=== block 1 ===
--- config.mk ---
export PLATFORM = sky130hd
export DESIGN_NAME = cmp_arbiter
export DESIGN_NICKNAME = d
export VERILOG_FILES = /design/src/rtl/cmp_arbiter.sv
export SDC_FILE = /design/constraint.sdc
export NUM_CORES = 1
export LEC_CHECK = 0
export ABC_AREA = 1
export CORE_ASPECT_RATIO = 0.5
export CORE_MARGIN = 2
export CORE_UTILIZATION = 42
export CTS_CLUSTER_DIAMETER = 150
export DETAILED_ROUTE_END_ITERATION = 8
export PLACE_DENSITY = 0.79
export SLEW_MARGIN = 40
export SYNTH_ARGS = -nofsm -noshare
export SYNTH_HDL_FRONTEND = slang
export SYNTH_SLANG_ARGS = --single-unit
--- constraint.sdc ---
create_clock -name clk -period 1.4 [get_ports clk]
set_input_delay 0.28 -clock clk [delete_from_list [all_inputs] [get_ports clk]]
set_output_delay 0.28 -clock clk [all_outputs]
set_load 0.02 [all_outputs]
--- src/rtl/cmp_arbiter.sv ---
// Four-requester arbiter sharing one unsigned 4-bit comparator (IDLE -> GRANT -> RESULT).
// Define CMP_ARB_RR_EN for round-robin arbitration; the default build uses fixed priority.
module cmp_arbiter (
    input  logic       clk,
    input  logic       rst_n,
    input  logic [3:0] req,
    input  logic [3:0] a0,
    input  logic [3:0] a1,
    input  logic [3:0] a2,
    input  logic [3:0] a3,
    input  logic [3:0] b0,
    input  logic [3:0] b1,
    input  logic [3:0] b2,
    input  logic [3:0] b3,
    output logic [3:0] gnt,
    output logic       rslt_valid,
    output logic [1:0] rslt_id,
    output logic       gre,
    output logic       less,
    output logic       eq,
    output logic       leq,
    output logic       geq,
    output logic       noteq
);

    localparam logic [1:0] IDLE   = 2'd0;
    localparam logic [1:0] GRANT  = 2'd1;
    localparam logic [1:0] RESULT = 2'd2;

    logic [1:0] state_r;
    logic [3:0] op_a_r;
    logic [3:0] op_b_r;
    logic       win_any_s;
    logic [1:0] win_idx_s;
    logic [3:0] sel_a_s;
    logic [3:0] sel_b_s;
    logic [5:0] flags_s;

    // Flag order: {gre, less, eq, leq, geq, noteq}
    function automatic logic [5:0] compare(input logic [3:0] a, input logic [3:0] b);
        logic gt_v;
        logic lt_v;
        logic eq_v;
        gt_v    = (a > b);
        lt_v    = (a < b);
        eq_v    = (a == b);
        compare = {gt_v, lt_v, eq_v, lt_v | eq_v, gt_v | eq_v, ~eq_v};
    endfunction

`ifdef CMP_ARB_RR_EN
    logic [1:0] ptr_r;

    // Highest-index candidate is visited first so the one nearest the pointer wins.
    function automatic logic [1:0] pick(input logic [3:0] r, input logic [1:0] p);
        logic [1:0] idx_v;
        pick = 2'd0;
        for (int k = 3; k >= 0; k--) begin
            idx_v = p + 2'(k);
            if (r[idx_v]) begin
                pick = idx_v;
            end else begin
                pick = pick;
            end
        end
    endfunction

    // Round-robin pointer advances past each granted requester
    always_ff @(posedge clk) begin
        if (!rst_n) begin
            ptr_r <= 2'd0;
        end else if ((state_r == IDLE) && win_any_s) begin
            ptr_r <= win_idx_s + 2'd1;
        end else begin
            ptr_r <= ptr_r;
        end
    end

    // Winner selection starting at the pointer
    always_comb begin
        win_any_s = |req;
        win_idx_s = pick(req, ptr_r);
    end
`else
    function automatic logic [1:0] pick(input logic [3:0] r);
        pick = 2'd0;
        for (int k = 3; k >= 0; k--) begin
            if (r[k]) begin
                pick = 2'(k);
            end else begin
                pick = pick;
            end
        end
    endfunction

    // Winner selection, lowest index first
    always_comb begin
        win_any_s = |req;
        win_idx_s = pick(req);
    end
`endif

    // Operand mux feeding the capture registers
    always_comb begin
        sel_a_s = 4'd0;
        sel_b_s = 4'd0;
        case (win_idx_s)
            2'd0:    begin sel_a_s = a0; sel_b_s = b0; end
            2'd1:    begin sel_a_s = a1; sel_b_s = b1; end
            2'd2:    begin sel_a_s = a2; sel_b_s = b2; end
            2'd3:    begin sel_a_s = a3; sel_b_s = b3; end
            default: begin sel_a_s = 4'd0; sel_b_s = 4'd0; end
        endcase
    end

    // The single shared comparator works only on captured operands
    always_comb begin
        flags_s = compare(op_a_r, op_b_r);
    end

    // Arbitration FSM and registered outputs
    always_ff @(posedge clk) begin
        if (!rst_n) begin
            state_r    <= IDLE;
            gnt        <= 4'd0;
            rslt_valid <= 1'b0;
            rslt_id    <= 2'd0;
            op_a_r     <= 4'd0;
            op_b_r     <= 4'd0;
            {gre, less, eq, leq, geq, noteq} <= 6'd0;
        end else begin
            case (state_r)
                IDLE: begin
                    rslt_valid <= 1'b0;
                    if (win_any_s) begin
                        gnt     <= 4'b0001 << win_idx_s;
                        op_a_r  <= sel_a_s;
                        op_b_r  <= sel_b_s;
                        rslt_id <= win_idx_s;
                        state_r <= GRANT;
                    end else begin
                        gnt     <= 4'd0;
                        state_r <= IDLE;
                    end
                end
                GRANT: begin
                    gnt        <= 4'd0;
                    rslt_valid <= 1'b1;
                    {gre, less, eq, leq, geq, noteq} <= flags_s;
                    state_r    <= RESULT;
                end
                RESULT: begin
                    gnt        <= 4'd0;
                    rslt_valid <= 1'b0;
                    state_r    <= IDLE;
                end
                default: begin
                    gnt        <= 4'd0;
                    rslt_valid <= 1'b0;
                    state_r    <= IDLE;
                end
            endcase
        end
    end

endmodule

=== block 2 ===
## src/rtl/vdma_pkg.sv

```systemverilog
// Shared definitions for the video capture to VDMA write path: FSM states,
// start latency after vsync fall, and line-length arithmetic.
package vdma_pkg;

  typedef enum logic [2:0] {
    IDLE    = 3'd0,
    LOAD    = 3'd1,
    WAIT_DE = 3'd2,
    ACTIVE  = 3'd3,
    TAIL    = 3'd4,
    FEND    = 3'd5
  } state_e;

  localparam int START_LAT = 4;

  // Words needed to hold one line, rounding a partial tail word up.
  function automatic logic [23:0] words_per_line(input logic [23:0] width, input int ppw);
    logic [24:0] sum;
    sum = {1'b0, width} + 25'(ppw - 1);
    return 24'(sum / 25'(ppw));
  endfunction

endpackage

```

## src/rtl/video_pack_in_pix_lane_packer.sv

```systemverilog
// Packs pixels into bus words, lane 0 in the MSBs; emits a full word or a
// zero-padded tail word with matching byte enables one cycle after the push.
module pix_lane_packer #(
  parameter int PIX_BITS = 16,
  parameter int BUS_BITS = 64
) (
  input  logic                  clk_i,
  input  logic                  rst_i,
  input  logic                  abort_i,
  input  logic                  push_i,
  input  logic                  last_i,
  input  logic [PIX_BITS-1:0]   pix_i,
  output logic                  wr_en_o,
  output logic [BUS_BITS-1:0]   wr_data_o,
  output logic [BUS_BITS/8-1:0] wr_be_o
);

  localparam int PPW    = BUS_BITS / PIX_BITS;
  localparam int NB     = BUS_BITS / 8;
  localparam int BPP    = PIX_BITS / 8;
  localparam int LANE_W = (PPW > 1) ? $clog2(PPW) : 1;

  logic [BUS_BITS-1:0] word_q;
  logic [LANE_W-1:0]   lane_q;
  logic [BUS_BITS-1:0] word_ins;
  logic [NB-1:0]       be_ins;
  logic                wr_en_q;
  logic [BUS_BITS-1:0] wr_data_q;
  logic [NB-1:0]       wr_be_q;

  always_comb begin
    word_ins = word_q;
    be_ins   = '0;
    for (int k = 0; k < PPW; k++) begin
      if (lane_q == LANE_W'(k)) word_ins[BUS_BITS-1-k*PIX_BITS -: PIX_BITS] = pix_i;
      if (LANE_W'(k) <= lane_q) be_ins[NB-1-k*BPP -: BPP] = '1;
    end
  end

  // Abort drops any partially filled word so the next frame starts at lane 0.
  always_ff @(posedge clk_i) begin
    if (rst_i || abort_i) begin
      word_q    <= '0;
      lane_q    <= '0;
      wr_en_q   <= 1'b0;
      wr_data_q <= '0;
      wr_be_q   <= '0;
    end else begin
      wr_en_q <= 1'b0;
      if (push_i) begin
        if (lane_q == LANE_W'(PPW - 1) || last_i) begin
          wr_en_q   <= 1'b1;
          wr_data_q <= word_ins;
          wr_be_q   <= be_ins;
          word_q    <= '0;
          lane_q    <= '0;
        end else begin
          word_q <= word_ins;
          lane_q <= lane_q + LANE_W'(1);
        end
      end
    end
  end

  assign wr_en_o   = wr_en_q;
  assign wr_data_o = wr_data_q;
  assign wr_be_o   = wr_be_q;

endmodule

```

## src/rtl/video_pack_in.sv

```systemverilog
// Video capture front end: frame/line sequencing, DDR write-master setup and
// pixel packing into VDMA FIFO words.
module video_pack_in
  import vdma_pkg::*;
#(
  parameter int    ADDR_BITS    = 25,
  parameter int    PIX_BITS     = 16,
  parameter int    BUS_BITS     = 64,
  parameter string BROADEN_LOAD = "FALSE",
  parameter int    LOAD_CYC     = 6
) (
  input  logic                  pclk,
  input  logic                  prst,
  input  logic                  vsync,
  input  logic                  de,
  input  logic [PIX_BITS-1:0]   indata,
  input  logic [ADDR_BITS-1:0]  baseaddr,
  input  logic [23:0]           video_width,
  input  logic [11:0]           video_height,
  input  logic                  sync_fifo_empty,
  output logic                  fifo_empty,
  output logic                  wr_fifo_en,
  output logic [BUS_BITS-1:0]   wr_data,
  output logic [BUS_BITS/8-1:0] wr_be,
  output logic                  arst_fifo,
  output logic                  loadbase,
  output logic [ADDR_BITS-1:0]  ddr_baseaddr,
  output logic [23:0]           ddr_line_length,
  output logic [11:0]           ddr_col_length,
  output logic                  frame_done,
  output logic                  line_over_err,
  output logic [2:0]            dbg_state_o
);

  localparam int PPW      = BUS_BITS / PIX_BITS;
  localparam int LOAD_LEN = (BROADEN_LOAD == "TRUE") ? LOAD_CYC : 1;

  state_e                 state_q;
  logic                   vsync_q;
  logic [START_LAT-1:0]   start_sr_q;
  logic [7:0]             load_cnt_q;
  logic [23:0]            width_q, pix_cnt_q;
  logic [11:0]            height_q, line_cnt_q;
  logic                   line_full_q;
  logic                   arst_q, loadbase_q, frame_done_q, err_q;
  logic [ADDR_BITS-1:0]   base_q;
  logic [23:0]            line_len_q;
  logic                   vsync_rise, vsync_fall, accept, last;

  assign vsync_rise = vsync & ~vsync_q;
  assign vsync_fall = ~vsync & vsync_q;
  assign accept     = de && !line_full_q && !vsync_rise &&
                      (state_q == WAIT_DE || state_q == ACTIVE);
  assign last       = (pix_cnt_q + 24'd1) == width_q;

  // line_full_q marks the rest of a completed de run: such pixels are dropped.
  always_ff @(posedge pclk) begin
    if (prst) begin
      state_q      <= IDLE;
      vsync_q      <= 1'b0;
      start_sr_q   <= '0;
      load_cnt_q   <= '0;
      width_q      <= '0;
      height_q     <= '0;
      pix_cnt_q    <= '0;
      line_cnt_q   <= '0;
      line_full_q  <= 1'b0;
      arst_q       <= 1'b0;
      loadbase_q   <= 1'b0;
      frame_done_q <= 1'b0;
      err_q        <= 1'b0;
      base_q       <= '0;
      line_len_q   <= '0;
    end else begin
      vsync_q      <= vsync;
      frame_done_q <= 1'b0;
      start_sr_q   <= {start_sr_q[START_LAT-2:0], vsync_fall};
      if (vsync_fall) begin
        base_q     <= baseaddr;
        width_q    <= video_width;
        height_q   <= video_height;
        line_len_q <= words_per_line(video_width, PPW);
      end
      if (!de) line_full_q <= 1'b0;
      if (de && line_full_q) err_q <= 1'b1;
      if (vsync_rise) begin
        state_q    <= IDLE;
        start_sr_q <= '0;
        arst_q     <= 1'b0;
        loadbase_q <= 1'b0;
        pix_cnt_q  <= '0;
      end else begin
        case (state_q)
          IDLE: if (start_sr_q[START_LAT-1]) begin
            state_q     <= LOAD;
            load_cnt_q  <= 8'(LOAD_LEN - 1);
            arst_q      <= 1'b1;
            loadbase_q  <= 1'b1;
            err_q       <= 1'b0;
            pix_cnt_q   <= '0;
            line_cnt_q  <= '0;
            line_full_q <= 1'b0;
          end
          LOAD: begin
            pix_cnt_q  <= '0;
            line_cnt_q <= '0;
            if (load_cnt_q == 8'd0) begin
              arst_q     <= 1'b0;
              loadbase_q <= 1'b0;
              if (width_q == 24'd0 || height_q == 12'd0) begin
                state_q      <= FEND;
                frame_done_q <= 1'b1;
              end else begin
                state_q <= WAIT_DE;
              end
            end else begin
              load_cnt_q <= load_cnt_q - 8'd1;
            end
          end
          WAIT_DE, ACTIVE: if (accept) begin
            pix_cnt_q <= pix_cnt_q + 24'd1;
            if (last) begin
              state_q     <= TAIL;
              line_full_q <= 1'b1;
            end else begin
              state_q <= ACTIVE;
            end
          end
          TAIL: begin
            pix_cnt_q  <= '0;
            line_cnt_q <= line_cnt_q + 12'd1;
            if (line_cnt_q + 12'd1 == height_q) begin
              state_q      <= FEND;
              frame_done_q <= 1'b1;
            end else begin
              state_q <= WAIT_DE;
            end
          end
          FEND:    state_q <= FEND;
          default: state_q <= IDLE;
        endcase
      end
    end
  end

  // wr_fifo_en is a push-only strobe with no backpressure: each word is offered exactly once.
  pix_lane_packer #(
    .PIX_BITS(PIX_BITS),
    .BUS_BITS(BUS_BITS)
  ) u_packer (
    .clk_i    (pclk),
    .rst_i    (prst),
    .abort_i  (vsync_rise),
    .push_i   (accept),
    .last_i   (last),
    .pix_i    (indata),
    .wr_en_o  (wr_fifo_en),
    .wr_data_o(wr_data),
    .wr_be_o  (wr_be)
  );

  assign fifo_empty      = sync_fifo_empty;
  assign arst_fifo       = arst_q;
  assign loadbase        = loadbase_q;
  assign ddr_baseaddr    = base_q;
  assign ddr_line_length = line_len_q;
  assign ddr_col_length  = height_q;
  assign frame_done      = frame_done_q;
  assign line_over_err   = err_q;
  assign dbg_state_o     = state_q;

endmodule

```

## config.mk

```make
export PLATFORM = sky130hd
export DESIGN_NAME = video_pack_in
export DESIGN_NICKNAME = d
export VERILOG_FILES = /design/src/rtl/vdma_pkg.sv /design/src/rtl/video_pack_in_pix_lane_packer.sv /design/src/rtl/video_pack_in.sv
export SDC_FILE = /design/constraint.sdc
export NUM_CORES = 1
export LEC_CHECK = 0
export ABC_AREA = 0
export ABC_CLOCK_PERIOD_IN_PS = 3100
export CAP_MARGIN = 10
export CORE_MARGIN = 2
export CORE_UTILIZATION = 50
export CTS_BUF_LIST = sky130_fd_sc_hd__clkbuf_2 sky130_fd_sc_hd__clkbuf_4 sky130_fd_sc_hd__clkbuf_8
export CTS_CLUSTER_DIAMETER = 40
export DETAILED_ROUTE_END_ITERATION = 7
export PLACE_DENSITY = 0.77
export REMOVE_ABC_BUFFERS = 1
export SYNTH_ARGS = -nofsm -noshare
export SYNTH_HDL_FRONTEND = slang
export SYNTH_SLANG_ARGS = --single-unit
```

## constraint.sdc

```tcl
create_clock -name pclk -period 3.1 [get_ports pclk]
set_input_delay 0.775 -clock pclk [delete_from_list [all_inputs] [get_ports pclk]]
set_output_delay 0.775 -clock pclk [all_outputs]
set_load 0.05 [all_outputs]
```

Figure 1. Placement by cell class (block 1).
Scale: 6 px per um.
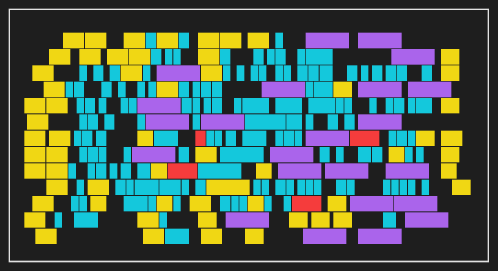
Key: other buffers and delay cells = yellow [cells 59, share of their area 31%]; clock drivers and dummy loads = red [cells 4, share of their area 2.5%]; flip-flops = purple [cells 23, share of their area 25%]; all other logic = cyan [cells 142, share of their area 41%]
Core Region: 2650 sq um
# rows: 13

==> results_dict.tcl, block 1 <==
# flow metrics
set metrics [dict create \
    path_cells "clkdlybuf4s50_1, nor2_4, inv_4, nor2_4, nand2_1, nand3_1, nor2_1, nor2_1" \
    final_antenna_net_count 0 \
    final_layout_top_logic_cells "nand2_1 (37), clkdlybuf4s50_1 (37), nand3_1 (26)" \
    diodes 0 \
    utilization_pct 70.2 \
    fmax_mhz 740 \
    cts_buffer_depth 2 \
    reg2reg_slack_ns 0.09 \
    crit_slowest_cell "clkdlybuf4s50_1" \
    post_cts_buffers 0 \
    power_frac_seq_pct 43.8 \
    nonClkBufAreaFrac_pct 30.3 \
    timing.final.crit_share_pct 96.5 \
    yosysSeqAreaShare_pct 38.4 \
    run_status "finished, final reports clean" \
    wl_mm 3.10 \
    wl_met1_mm 1.54 \
    top_cells_by_count "nand2_1 (38), nand3_1 (26), dfxtp_1 (23), nor2_1 (23), inv_1 (18)" \
    signal_buffers 59 \
]
Figure 2. Cell sizes after repair (block 2).
Scale: 2 px per um.
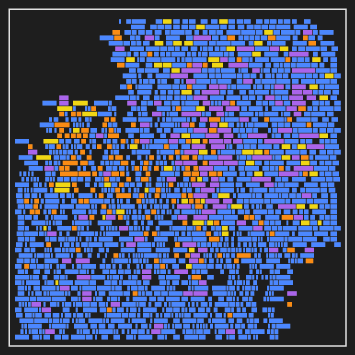
Key: drive 6 and up = purple [cells 132, share 6.9%]; drive 3 to 4 = orange [cells 159, share 8.4%]; drive 1 or less = blue [cells 1542, share 81%]; drive 2 = yellow [cells 68, share 3.6%]
worst setup margin: -0.351 ns
Signal buffers: 395
Finished Cell Area: 18900 sq um

==> results_dict.tcl, block 2 <==
# flow metrics
set metrics [dict create \
    run_status "complete, but fails checks" \
    violations "setup timing" \
    wl_met2_mm 21.8 \
    finalSetupViolCount 139 \
    crit_type "flop to flop" \
    wl_met1_mm 17.9 \
    numSequentialCells 275 \
    async_reset_ff_share_pct 0 \
    diodes 0 \
    fin_ws_ns -0.351 \
    power_leader "sequential cells" \
    synthCells 1580 \
    hold_slack_ns 0.432 \
    slew-limit-headroom_pct 46.3 \
    wl_mm 45.9 \
]


==> notes/layouts.md <==
Pictures saved along the way, in no particular order.

Metal 1.
panel A
Scale: 3 px per um.
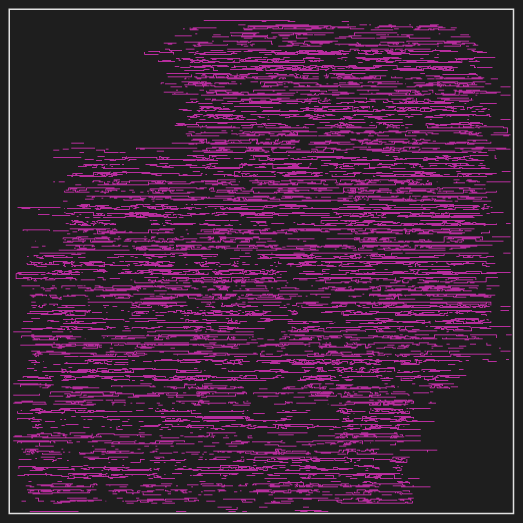
panel B
Scale: 8 px per um.
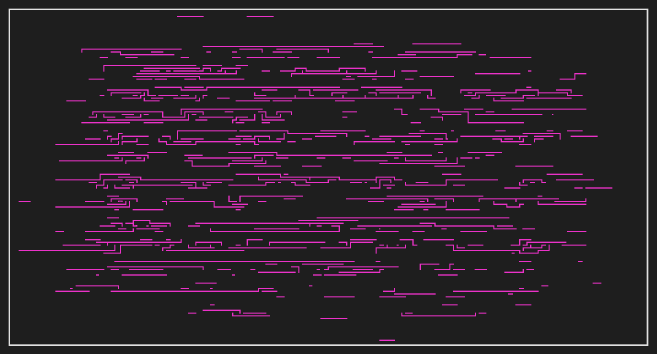
| picture | from |
|---|---|
| panel A | block 2 |
| panel B | block 1 |

